# ---- design 1 ----
design_1/clock_wires.png
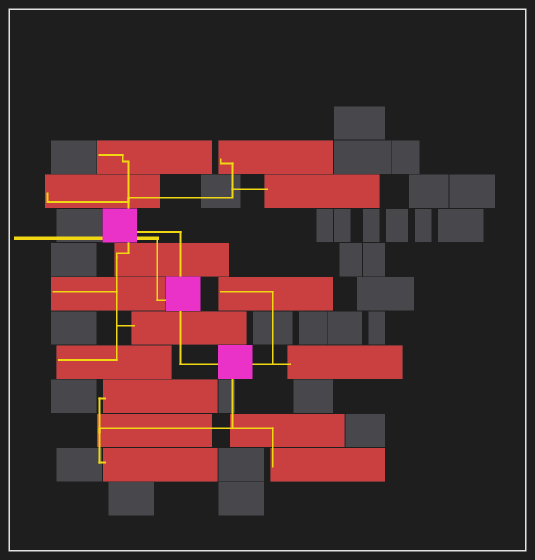

`src/rtl/sync_filter.sv`:
```
// Two-flop synchroniser followed by a run-length stability filter.
// A value counts as stable once seen STABLE consecutive cycles.
module sync_filter #(
  parameter int WIDTH  = 4,
  parameter int STABLE = 2
) (
  input  logic             clock,
  input  logic             clear_n,
  input  logic [WIDTH-1:0] d,
  output logic [WIDTH-1:0] value,
  output logic             stable,
  output logic             accept
);

  localparam int RW = $clog2(STABLE + 1) + 1;
  localparam logic [RW-1:0] STB = RW'(STABLE);

  logic [WIDTH-1:0] s1;
  logic [WIDTH-1:0] s2;
  logic [WIDTH-1:0] hist;
  logic [RW-1:0]    run_q;
  logic [RW-1:0]    len;
  logic             same;

  always_ff @(posedge clock or negedge clear_n) begin
    if (!clear_n) begin
      s1    <= '0;
      s2    <= '0;
      hist  <= '0;
      run_q <= '0;
    end else begin
      s1    <= d;
      s2    <= s1;
      hist  <= s2;
      run_q <= len;
    end
  end

  // len: how many consecutive cycles s2 has held its present value
  always_comb begin
    same = (s2 == hist);
    len  = RW'(1);
    if (same) begin
      len = (run_q >= STB) ? STB : run_q + RW'(1);
    end
  end

  assign value  = s2;
  assign stable = (len >= STB);
  assign accept = (len == STB) && !(same && run_q == STB);

endmodule

```
`config.mk`:
```
export PLATFORM = sky130hd
export DESIGN_NAME = sync_filter
export DESIGN_NICKNAME = d
export VERILOG_FILES = /design/src/rtl/sync_filter.sv
export SDC_FILE = /design/constraint.sdc
export NUM_CORES = 1
export LEC_CHECK = 0
export CORE_AREA = 2 2 39 41
export DETAILED_ROUTE_END_ITERATION = 10
export DIE_AREA = 0 0 41 43
export PLACE_DENSITY = 0.71
export SYNTH_ARGS = -nofsm -noshare
export SYNTH_HDL_FRONTEND = slang
export SYNTH_SLANG_ARGS = --single-unit
```
`constraint.sdc`:
```
create_clock -name clock -period 3.4 [get_ports clock]
set_clock_uncertainty 0.2 [all_clocks]
set_input_delay 0.51 -clock clock [delete_from_list [all_inputs] [get_ports clock]]
set_output_delay 0.51 -clock clock [all_outputs]
set_load 0.05 [all_outputs]
```
# ---- design 2 ----
[src/rtl/lcd_pkg.sv]
// Shared constants, state encodings and default timing for the HD44780 controller.
package lcd_pkg;
  localparam logic [7:0] LCD_FUNC_SET = 8'h38;
  localparam logic [7:0] LCD_DISP_ON  = 8'h0C;
  localparam logic [7:0] LCD_ENTRY    = 8'h06;
  localparam logic [7:0] LCD_CLEAR    = 8'h01;
  localparam logic [7:0] LCD_LINE1    = 8'h80;
  localparam logic [7:0] LCD_LINE2    = 8'hC0;

  localparam int CNT_W   = 20;
  localparam int CNT_MAX = (1 << CNT_W) - 1;

  localparam int DEF_POWERUP_CYC  = 750000;
  localparam int DEF_SETUP_CYC    = 4;
  localparam int DEF_E_PULSE_CYC  = 12;
  localparam int DEF_CMD_WAIT_CYC = 2500;
  localparam int DEF_CLR_WAIT_CYC = 100000;
  localparam int DEF_REFRESH_CYC  = 500000;

  typedef enum logic [1:0] {ST_POWERUP, ST_INIT, ST_FRAME, ST_REFRESH} top_state_t;
  typedef enum logic [2:0] {WR_IDLE, WR_FETCH, WR_SETUP, WR_EHIGH, WR_WAIT} wr_state_t;

  function automatic logic [7:0] init_cmd(input logic [1:0] i);
    case (i)
      2'd0:    return LCD_FUNC_SET;
      2'd1:    return LCD_DISP_ON;
      2'd2:    return LCD_ENTRY;
      default: return LCD_CLEAR;
    endcase
  endfunction
endpackage

[src/rtl/lcd_byte_writer.sv]
// One LCD byte write: optional 2-cycle char fetch, RS/data setup, E pulse, post-write wait.
module lcd_byte_writer
  import lcd_pkg::*;
#(
  parameter int SETUP_CYC    = DEF_SETUP_CYC,
  parameter int E_PULSE_CYC  = DEF_E_PULSE_CYC,
  parameter int CMD_WAIT_CYC = DEF_CMD_WAIT_CYC,
  parameter int CLR_WAIT_CYC = DEF_CLR_WAIT_CYC
) (
  input  logic       clk,
  input  logic       rst,
  input  logic       start,
  input  logic       is_data,
  input  logic [7:0] cmd,
  input  logic [7:0] char_in,
  output logic       lcd_e,
  output logic       lcd_rs,
  output logic [7:0] lcd_data,
  output logic       idx_stb,
  output logic       done
);
  if (SETUP_CYC < 1 || E_PULSE_CYC < 1) begin : g_bad_pulse
    $error("lcd_byte_writer: SETUP_CYC and E_PULSE_CYC must be nonzero");
  end

  localparam logic [CNT_W-1:0] SETUP_LAST = CNT_W'(SETUP_CYC - 1);
  localparam logic [CNT_W-1:0] E_LAST     = CNT_W'(E_PULSE_CYC - 1);
  localparam logic [CNT_W-1:0] CMD_LAST   = CNT_W'(CMD_WAIT_CYC - 1);
  localparam logic [CNT_W-1:0] CLR_LAST   = CNT_W'(CLR_WAIT_CYC - 1);

  wr_state_t        state, state_nx;
  logic [CNT_W-1:0] cnt, cnt_nx;
  logic             long_wait, long_nx, e_nx, rs_nx, accept;
  logic [7:0]       data_nx;

  assign done    = (state == WR_WAIT) && (cnt == (long_wait ? CLR_LAST : CMD_LAST));
  // A new byte may be taken on the last wait cycle, so back-to-back writes lose no cycle.
  assign accept  = start && ((state == WR_IDLE) || done);
  assign idx_stb = accept && is_data;

  always_ff @(posedge clk or negedge rst) begin
    if (!rst) begin
      state     <= WR_IDLE;
      cnt       <= '0;
      long_wait <= 1'b0;
      lcd_e     <= 1'b0;
      lcd_rs    <= 1'b0;
      lcd_data  <= 8'h00;
    end else begin
      state     <= state_nx;
      cnt       <= cnt_nx;
      long_wait <= long_nx;
      lcd_e     <= e_nx;
      lcd_rs    <= rs_nx;
      lcd_data  <= data_nx;
    end
  end

  always_comb begin
    state_nx = state;
    cnt_nx   = cnt + 1'b1;
    long_nx  = long_wait;
    e_nx     = lcd_e;
    rs_nx    = lcd_rs;
    data_nx  = lcd_data;
    case (state)
      WR_FETCH: if (cnt == 1) begin
        data_nx  = char_in;
        rs_nx    = 1'b1;
        long_nx  = 1'b0;
        state_nx = WR_SETUP;
        cnt_nx   = '0;
      end
      WR_SETUP: if (cnt == SETUP_LAST) begin
        state_nx = WR_EHIGH;
        e_nx     = 1'b1;
        cnt_nx   = '0;
      end
      WR_EHIGH: if (cnt == E_LAST) begin
        state_nx = WR_WAIT;
        e_nx     = 1'b0;
        cnt_nx   = '0;
      end
      WR_WAIT: if (done) begin
        state_nx = WR_IDLE;
        cnt_nx   = '0;
      end
      default: cnt_nx = '0;
    endcase
    if (accept) begin
      cnt_nx = '0;
      if (is_data) state_nx = WR_FETCH;
      else begin
        state_nx = WR_SETUP;
        data_nx  = cmd;
        rs_nx    = 1'b0;
        long_nx  = (cmd == LCD_CLEAR);
      end
    end
  end
endmodule

[src/rtl/lcd_hd44780_ctrl.sv]
// HD44780 16x2 controller: power-up wait, init commands, then endless 32-char frame refresh.
module lcd_hd44780_ctrl
  import lcd_pkg::*;
#(
  parameter int POWERUP_CYC  = DEF_POWERUP_CYC,
  parameter int SETUP_CYC    = DEF_SETUP_CYC,
  parameter int E_PULSE_CYC  = DEF_E_PULSE_CYC,
  parameter int CMD_WAIT_CYC = DEF_CMD_WAIT_CYC,
  parameter int CLR_WAIT_CYC = DEF_CLR_WAIT_CYC,
  parameter int REFRESH_CYC  = DEF_REFRESH_CYC
) (
  input  logic       clk,
  input  logic       rst,
  input  logic [7:0] char_in,
  output logic [4:0] index,
  output logic       lcd_e,
  output logic       lcd_rs,
  output logic       lcd_rw,
  output logic [7:0] lcd_data,
  output logic       frame_done
);
  if (POWERUP_CYC < 1 || POWERUP_CYC > CNT_MAX || SETUP_CYC > CNT_MAX ||
      E_PULSE_CYC > CNT_MAX || CMD_WAIT_CYC < 1 || CMD_WAIT_CYC > CNT_MAX ||
      CLR_WAIT_CYC < 1 || CLR_WAIT_CYC > CNT_MAX || REFRESH_CYC < 1 ||
      REFRESH_CYC > CNT_MAX) begin : g_bad_timing
    $error("lcd_hd44780_ctrl: timing parameter outside 20-bit counter range");
  end

  localparam logic [CNT_W-1:0] PU_LAST  = CNT_W'(POWERUP_CYC - 1);
  localparam logic [CNT_W-1:0] REF_LAST = CNT_W'(REFRESH_CYC - 1);

  top_state_t       state, state_nx;
  logic [CNT_W-1:0] cnt, cnt_nx;
  logic [5:0]       step, step_nx, nstep;
  logic [4:0]       index_nx, char_pos;
  logic             frame_done_nx, start, is_data, idx_stb, wr_done;
  logic [7:0]       cmd;

  assign lcd_rw = 1'b0;
  // Byte selection looks one step ahead on done so the writer can chain without a gap.
  assign nstep  = wr_done ? step + 6'd1 : step;

  always_comb begin
    start    = 1'b0;
    is_data  = 1'b0;
    cmd      = 8'h00;
    char_pos = 5'd0;
    case (state)
      ST_INIT: if (nstep < 6'd4) begin
        start = 1'b1;
        cmd   = init_cmd(nstep[1:0]);
      end
      ST_FRAME: begin
        start = (nstep < 6'd34);
        if (nstep == 6'd0)       cmd = LCD_LINE1;
        else if (nstep == 6'd17) cmd = LCD_LINE2;
        else begin
          is_data  = 1'b1;
          char_pos = (nstep < 6'd17) ? nstep[4:0] - 5'd1 : nstep[4:0] - 5'd2;
        end
      end
      default: ;
    endcase
  end

  always_ff @(posedge clk or negedge rst) begin
    if (!rst) begin
      state      <= ST_POWERUP;
      cnt        <= '0;
      step       <= '0;
      index      <= '0;
      frame_done <= 1'b0;
    end else begin
      state      <= state_nx;
      cnt        <= cnt_nx;
      step       <= step_nx;
      index      <= index_nx;
      frame_done <= frame_done_nx;
    end
  end

  always_comb begin
    state_nx      = state;
    cnt_nx        = cnt;
    step_nx       = nstep;
    index_nx      = idx_stb ? char_pos : index;
    frame_done_nx = 1'b0;
    case (state)
      ST_POWERUP: if (cnt == PU_LAST) begin
        state_nx = ST_INIT;
        cnt_nx   = '0;
        step_nx  = '0;
      end else cnt_nx = cnt + 1'b1;
      ST_INIT: if (wr_done && step == 6'd3) begin
        state_nx = ST_FRAME;
        step_nx  = '0;
      end
      ST_FRAME: if (wr_done && step == 6'd33) begin
        state_nx      = ST_REFRESH;
        cnt_nx        = '0;
        frame_done_nx = 1'b1;
      end
      ST_REFRESH: if (cnt == REF_LAST) begin
        state_nx = ST_FRAME;
        cnt_nx   = '0;
        step_nx  = '0;
        index_nx = '0;
      end else cnt_nx = cnt + 1'b1;
      default: state_nx = ST_POWERUP;
    endcase
  end

  lcd_byte_writer #(
    .SETUP_CYC    (SETUP_CYC),
    .E_PULSE_CYC  (E_PULSE_CYC),
    .CMD_WAIT_CYC (CMD_WAIT_CYC),
    .CLR_WAIT_CYC (CLR_WAIT_CYC)
  ) u_wr (
    .clk      (clk),
    .rst      (rst),
    .start    (start),
    .is_data  (is_data),
    .cmd      (cmd),
    .char_in  (char_in),
    .lcd_e    (lcd_e),
    .lcd_rs   (lcd_rs),
    .lcd_data (lcd_data),
    .idx_stb  (idx_stb),
    .done     (wr_done)
  );
endmodule

[config.mk]
export PLATFORM = sky130hd
export DESIGN_NAME = lcd_hd44780_ctrl
export DESIGN_NICKNAME = d
export VERILOG_FILES = /design/src/rtl/lcd_pkg.sv /design/src/rtl/lcd_byte_writer.sv /design/src/rtl/lcd_hd44780_ctrl.sv
export SDC_FILE = /design/constraint.sdc
export NUM_CORES = 1
export LEC_CHECK = 0
export ABC_CLOCK_PERIOD_IN_PS = 6300
export CAP_MARGIN = 20
export CORE_UTILIZATION = 40
export DETAILED_ROUTE_END_ITERATION = 12
export PLACE_DENSITY = 0.64
export SLEW_MARGIN = 10
export SYNTH_ARGS = -nofsm -noshare
export SYNTH_HDL_FRONTEND = slang
export SYNTH_SLANG_ARGS = --single-unit
[constraint.sdc]
create_clock -name clk -period 6.3 [get_ports clk]
set_input_delay 1.89 -clock clk [delete_from_list [all_inputs] [get_ports clk]]
set_output_delay 1.89 -clock clk [all_outputs]
set_load 0.03 [all_outputs]
# ---- design 3 ----
<file path="config.mk">
export PLATFORM = sky130hd
export DESIGN_NAME = cond_unit_ex
export DESIGN_NICKNAME = d
export VERILOG_FILES = /design/src/rtl/cond_pkg.sv /design/src/rtl/flag_stack.sv /design/src/rtl/cond_unit_ex.sv
export SDC_FILE = /design/constraint.sdc
export NUM_CORES = 1
export LEC_CHECK = 0
export ABC_AREA = 1
export CAP_MARGIN = 40
export CORE_ASPECT_RATIO = 0.8
export CORE_MARGIN = 2
export CORE_UTILIZATION = 52
export CTS_CLUSTER_SIZE = 16
export DETAILED_ROUTE_END_ITERATION = 8
export DONT_BUFFER_PORTS = 1
export GPL_TIMING_DRIVEN = 0
export PLACE_DENSITY = 0.67
export SYNTH_ARGS = -nofsm -noshare
export SYNTH_HDL_FRONTEND = slang
export SYNTH_SLANG_ARGS = --single-unit
</file>
<file path="constraint.sdc">
create_clock -name clk -period 2.7 [get_ports clk]
set_clock_uncertainty 0.05 [all_clocks]
set_input_delay 0.54 -clock clk [delete_from_list [all_inputs] [get_ports clk]]
set_output_delay 0.54 -clock clk [all_outputs]
set_load 0.01 [all_outputs]
</file>
<file path="src/rtl/cond_pkg.sv">
// cond_pkg: condition codes, flag bit positions and condition evaluation for cond_unit_ex
package cond_pkg;
   typedef enum logic [3:0] {
      EQ, NE, CS, CC, MI, PL, VS, VC, HI, LS, GE, LT, GT, LE, AL, NV
   } cond_e;
   localparam int N_BIT = 3;
   localparam int Z_BIT = 2;
   localparam int C_BIT = 1;
   localparam int V_BIT = 0;
   localparam int FLAG_W = 4;
   function automatic logic cond_eval(cond_e c, logic [FLAG_W-1:0] f);
      logic n, z, cy, v, r;
      n  = f[N_BIT];
      z  = f[Z_BIT];
      cy = f[C_BIT];
      v  = f[V_BIT];
      case (c)
         EQ:      r = z;
         NE:      r = !z;
         CS:      r = cy;
         CC:      r = !cy;
         MI:      r = n;
         PL:      r = !n;
         VS:      r = v;
         VC:      r = !v;
         HI:      r = cy && !z;
         LS:      r = !cy || z;
         GE:      r = n == v;
         LT:      r = n != v;
         GT:      r = !z && (n == v);
         LE:      r = z || (n != v);
         AL:      r = 1'b1;
         default: r = 1'b0;
      endcase
      return r;
   endfunction
endpackage

</file>
<file path="src/rtl/flag_stack.sv">
// flag_stack: LIFO save stack of flag words, no wrap-around
module flag_stack
   import cond_pkg::*;
#(
   parameter int DEPTH = 4
) (
   input  logic                       clk,
   input  logic                       reset,
   input  logic                       push,
   input  logic                       pop,
   input  logic [FLAG_W-1:0]          din,
   output logic                       full,
   output logic                       empty,
   output logic [$clog2(DEPTH+1)-1:0] depth,
   output logic [FLAG_W-1:0]          top
);
   localparam int DW = $clog2(DEPTH + 1);
   localparam int AW = DEPTH > 1 ? $clog2(DEPTH) : 1;
   logic [FLAG_W-1:0] mem [2**AW];
   logic [DW-1:0]     dm1;
   assign full  = depth == DW'(DEPTH);
   assign empty = depth == '0;
   assign dm1   = depth - DW'(1);
   assign top   = mem[dm1[AW-1:0]];
   always_ff @(posedge clk) begin
      if (!reset) begin
         depth <= '0;
         for (int i = 0; i < 2**AW; i++) mem[i] <= '0;
      end else if (push && !full) begin
         mem[depth[AW-1:0]] <= din;
         depth <= depth + DW'(1);
      end else if (pop && !empty) begin
         depth <= dm1;
      end
   end
endmodule

</file>
<file path="src/rtl/cond_unit_ex.sv">
// cond_unit_ex: execute-stage flag register, condition check, strobe gating and exception flag stack
module cond_unit_ex
   import cond_pkg::*;
#(
   parameter int FLAG_GROUPS  = 2,
   parameter int SHADOW_DEPTH = 4
) (
   input  logic                              clk,
   input  logic                              reset,
   input  logic                              valid,
   input  logic                              stall,
   input  logic                              flush,
   input  logic                              pcs,
   input  logic                              reg_w,
   input  logic                              mem_w,
   input  logic                              no_write,
   input  logic [FLAG_GROUPS-1:0]            flag_w,
   input  logic [3:0]                        cond,
   input  logic [3:0]                        alu_flags,
   input  logic                              exc_entry,
   input  logic                              exc_return,
   output logic                              pc_src,
   output logic                              reg_write,
   output logic                              mem_write,
   output logic                              cond_ex,
   output logic                              undef_cond,
   output logic [3:0]                        flags,
   output logic [$clog2(SHADOW_DEPTH+1)-1:0] stack_depth,
   output logic                              stack_err
);
   logic       go, exc_any, conflict, full, empty, do_push, do_pop, err_set;
   logic [3:0] wmask, top, flags_next;
   // group g of FLAG_GROUPS covers flag bits [4/FLAG_GROUPS*(g+1)-1 : 4/FLAG_GROUPS*g]
   for (genvar g = 0; g < 4; g++) begin : g_mask
      assign wmask[g] = flag_w[(g * FLAG_GROUPS) / 4];
   end
   assign cond_ex    = cond_eval(cond_e'(cond), flags);
   assign undef_cond = valid && cond == NV && !flush;
   assign exc_any    = exc_entry || exc_return;
   assign conflict   = exc_entry && exc_return;
   assign go         = valid && !stall && !flush && !exc_any && cond_ex;
   assign pc_src     = pcs && go;
   assign reg_write  = reg_w && go && !no_write;
   assign mem_write  = mem_w && go;
   assign do_push    = !stall && exc_entry && !exc_return && !full;
   assign do_pop     = !stall && exc_return && !exc_entry && !empty;
   assign err_set    = !stall && (conflict || (exc_entry && full) || (exc_return && empty));
   assign flags_next = do_pop ? top : go ? (alu_flags & wmask) | (flags & ~wmask) : flags;
   always_ff @(posedge clk) begin
      if (!reset) begin
         flags     <= '0;
         stack_err <= 1'b0;
      end else begin
         flags     <= flags_next;
         stack_err <= stack_err || err_set;
      end
   end
   flag_stack #(.DEPTH(SHADOW_DEPTH)) u_stack (
      .clk   (clk),
      .reset (reset),
      .push  (do_push),
      .pop   (do_pop),
      .din   (flags),
      .full  (full),
      .empty (empty),
      .depth (stack_depth),
      .top   (top)
   );
endmodule
</file>

## Gallery

Routing congestion.
panel A
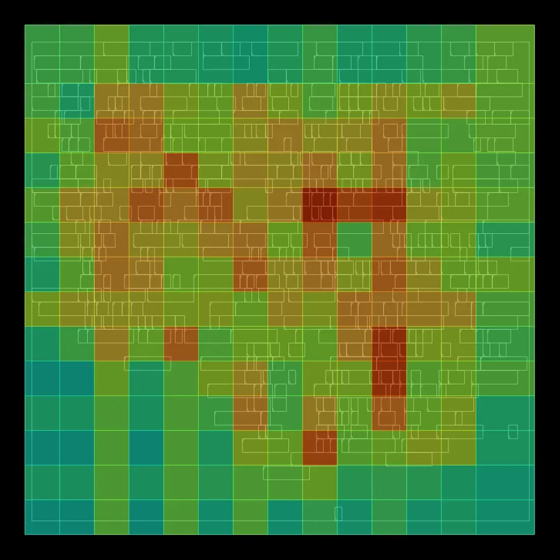
panel B
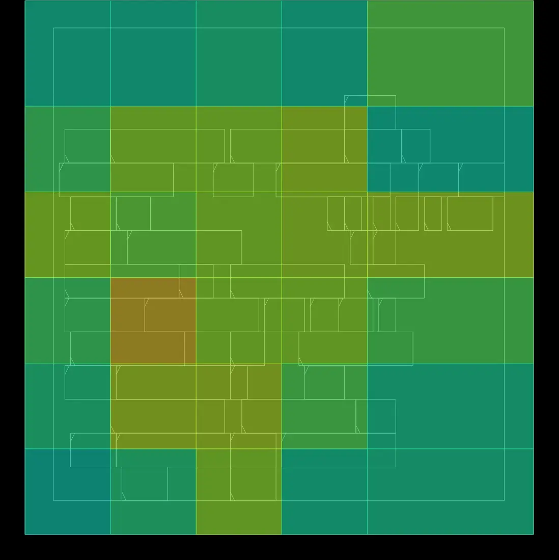
panel C
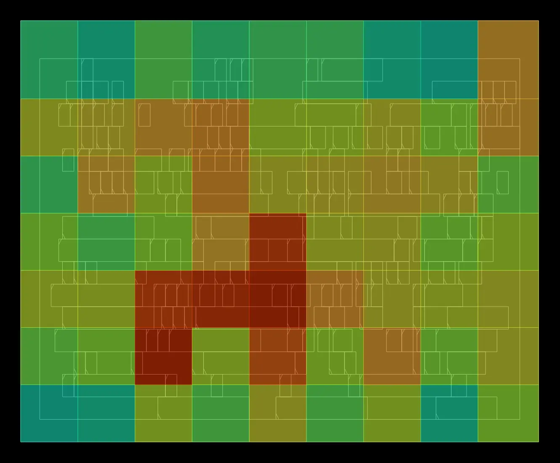
Panel B is design 1.
Panel A is design 2.
Panel C is design 3.

design_1/class_map.png
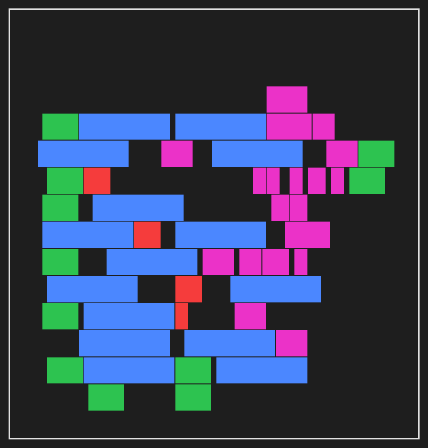
Key: remaining logic cells = magenta [cells 19]; clock drivers and dummy loads = red [cells 4]; registers = blue [cells 15]; remaining buffers and delay cells = green [cells 11]

About design_1/clock_wires.png:
Key: flip-flops = red [count 15]; clock wires = yellow [length 132 um]; clock-net drivers = magenta [count 3]
There are 4 routed clock nets.

==> run summary, design 1 <==
status: complete, no violations
DRT iter0 DRCs: 1
Die X: 41 um
Mapped Area: 509.2 um2
io pins: 12
hold path start: s1[1]$_DFF_PN0_
YS chip area: 509.2 um2
Synth top cell by count: dfrtp_1
post-layout min period: 3.153 ns
routed len/inst: 10.43 um
vias per inst: 4.585
met1 capacity usage during global routing: 12.10%
vias: 298
static leakage: 0.2874 nW
FILL cells: 127
HP Class: reg2reg
chip area: 1763 um2
## design 1: cell type report
class	count	area (um2)	area share, %
clock buffers	4	26.28	3.947
inverters	3	11.26	1.692
multi-input cells	16	122.6	18.42
flip-flops and latches	15	375.4	56.39
well taps	16	20.02	3.008
repair buffers	11	110.1	16.54
## design 1: flip-flops by register name, summed over array words and instances, names as in the netlist
| name | flops |
|---|---|
| s1 | 4 |
| hist | 4 |
| value | 4 |
| run_q | 3 |
## design 1: power by group
group	total, mW	internal (mW)	switching (mW)
logic	0.0455	0.0198	0.0257
clock network	0.0921	0.0453	0.0468
registers	0.192	0.187	0.00512
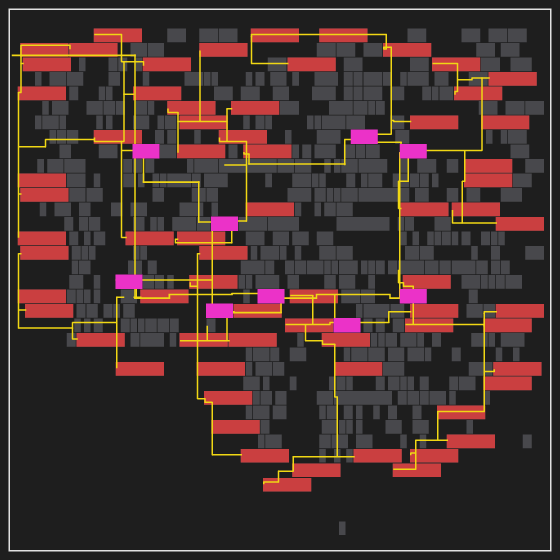
design_2/clock_wires.png
Key: flip-flops = red [count 68]; clock-net drivers = magenta [count 9]; clock wires = yellow [length 927 um]
There are 10 routed clock nets. Position of the flops: spread over the die.
Latency at later pin: 0.34 ns
skew final: 0.01402 ns
Clock Power Share: 47.1%
total clock network power: 0.402 mW

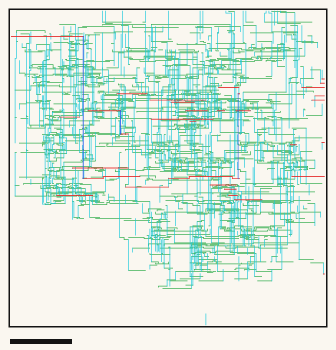
design_2/layers.png
The bar under the picture is 20 um long.
Key: M2 = cyan [wire length 3850 um]; M3 = red [wire length 258 um]; M1 = green [wire length 4100 um]; M4 = blue [wire length 80.2 um]

==> run summary, design 2 <==
worst slack, placed: 2.251 ns
invs w/o clock: 12
fraction of registers with async set/reset: 100.0%
CP Launch Type: register
io pins: 27
H-Tree Depth: 3
DRT antenna net count: 0
Fin Hold WS: 0.4993 ns
vias in the first global route: 3067
warnings from Yosys: 0
first-pass GRT wire length: 14300 um
crit path kind: reg2reg
hold path start: u_wr.lcd_rs$_DFF_PN0_
YS chip area: 3946 um2
Yosys top cell area share: 43.12%
Crit. End Element: register
final std cells w/o fill: 591
yosys aoi share: 12.02%
Flops: 68
Cells after Synth: 429
Final TNS setup: 0 ns
status: complete, no violations
CP Capture Point: u_wr.lcd_data[4]$_DFF_PN0_
crit path buf inv count: 0
number of tap instances: 129
top cells by count: dfrtp_1 (68), nor2_1 (67), nand2_1 (49)
## design 2: flip-flops by register name, indices dropped and copies added (netlist names)
| signal | cells |
|---|---|
| cnt | 20 |
| u_wr.cnt | 20 |
| u_wr.lcd_data | 8 |
| step | 6 |
| index | 5 |
| u_wr.state | 3 |
| state | 2 |
| frame_done | 1 |
| u_wr.lcd_e | 1 |
| u_wr.lcd_rs | 1 |
| u_wr.long_wait | 1 |
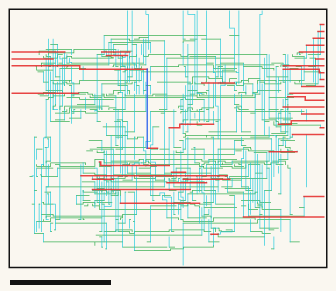
design_3/layers.png
The bar under the picture is 20 um long.
Key: M2 = cyan [wire length 1550 um]; M4 = blue [wire length 15.6 um]; M1 = green [wire length 1510 um]; M3 = red [wire length 295 um]

==> run summary, design 3 <==
Slowest-stage cell, CP: dfxtp_1
static leakage: 0.6047 nW
FILL cells: 245
Post-synth top flop: edfxtp_1
GP Congestion: 0.8457
status: complete, no violations
DRT Wirelength: 3368 um
power per cell area: 502.6 nW/um2
Fin Hold WS: 0.2898 ns
crit path DRT: 2.11 ns
number of tap instances: 36
Overflow after GRT: 0
Metal-1 WL: 1509 um
Die X: 62.53 um
Mean Syn Cell Area: 7.461 um2
Logic power comb: 0.0966 mW
Ant. Diodes: 0
reg2reg start: u_stack.depth[0]$_SDFFE_PN0P_
Slew Viols, Final: 0
Mapped Area: 1425 um2
Unique cell types: 28
fraction of layout cells with a size suffix above 1: 10.77%
routed len/inst: 14.58 um
[design 3: worst min-delay path by stage]
stage	slack [ns]	cells past startpoint	to
global route	0.28	2	u_stack.depth[1]$_SDFFE_PN0P_
finish	0.29	2	u_stack.depth[1]$_SDFFE_PN0P_
CTS	0.29	2	u_stack.depth[1]$_SDFFE_PN0P_
global placement	0.44	2	stack_err$_SDFF_PN0_
floorplan	0.42	2	stack_err$_SDFF_PN0_
detailed placement	0.44	2	stack_err$_SDFF_PN0_
[design 3: what timing repair did]
action / in CTS / in global routing
endpoints found under the setup margin: 0 / 1
setup buffers: 0 / 0
gates resized: 0 / 2
hold buffers: 0 / 0


==> notes/layouts.md <==
Pictures saved along the way, in no particular order.

Power grid.
picture 1
The bar under the picture is 10 um long. Pins as bars on the die edge.
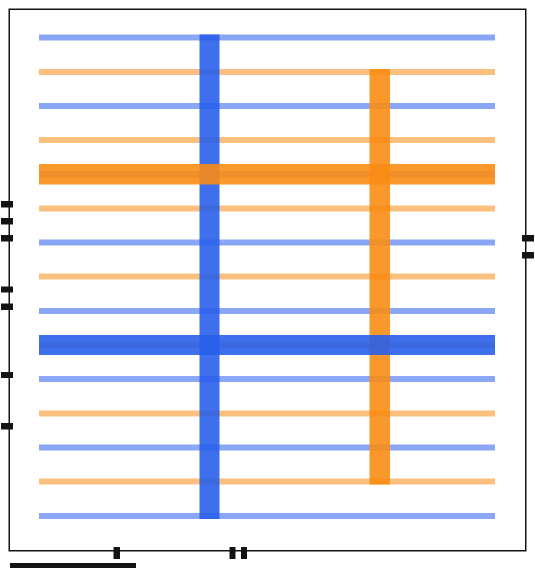
picture 2
The bar under the picture is 20 um long. Pins as bars on the die edge.
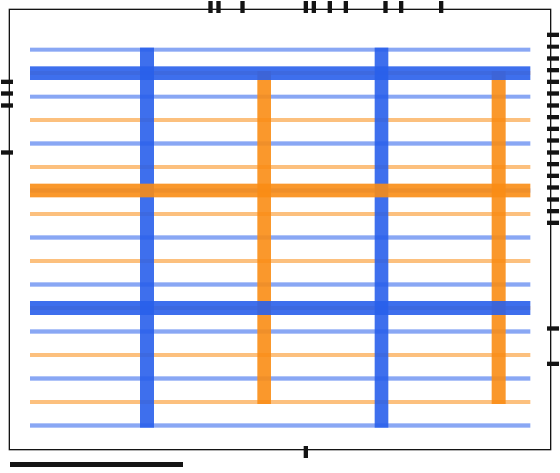
picture 3
The bar under the picture is 20 um long. Pins as bars on the die edge.
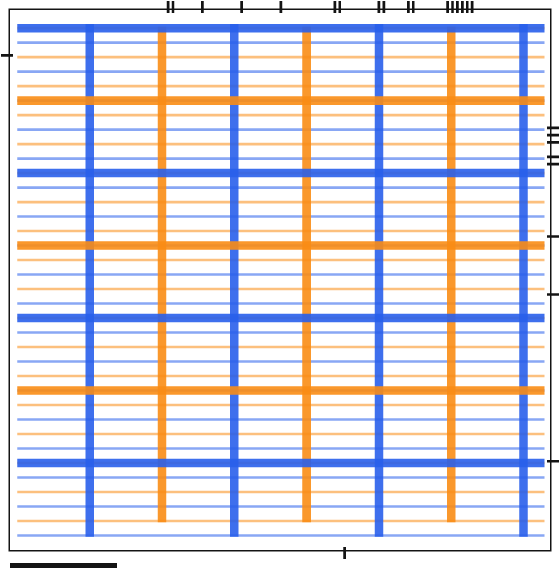
| picture | from |
|---|---|
| picture 1 | design 1 |
| picture 2 | design 3 |
| picture 3 | design 2 |
Of these, largest die: picture 3
Of these, most pins: picture 2

Power is estimated from default activity; no workload was simulated.
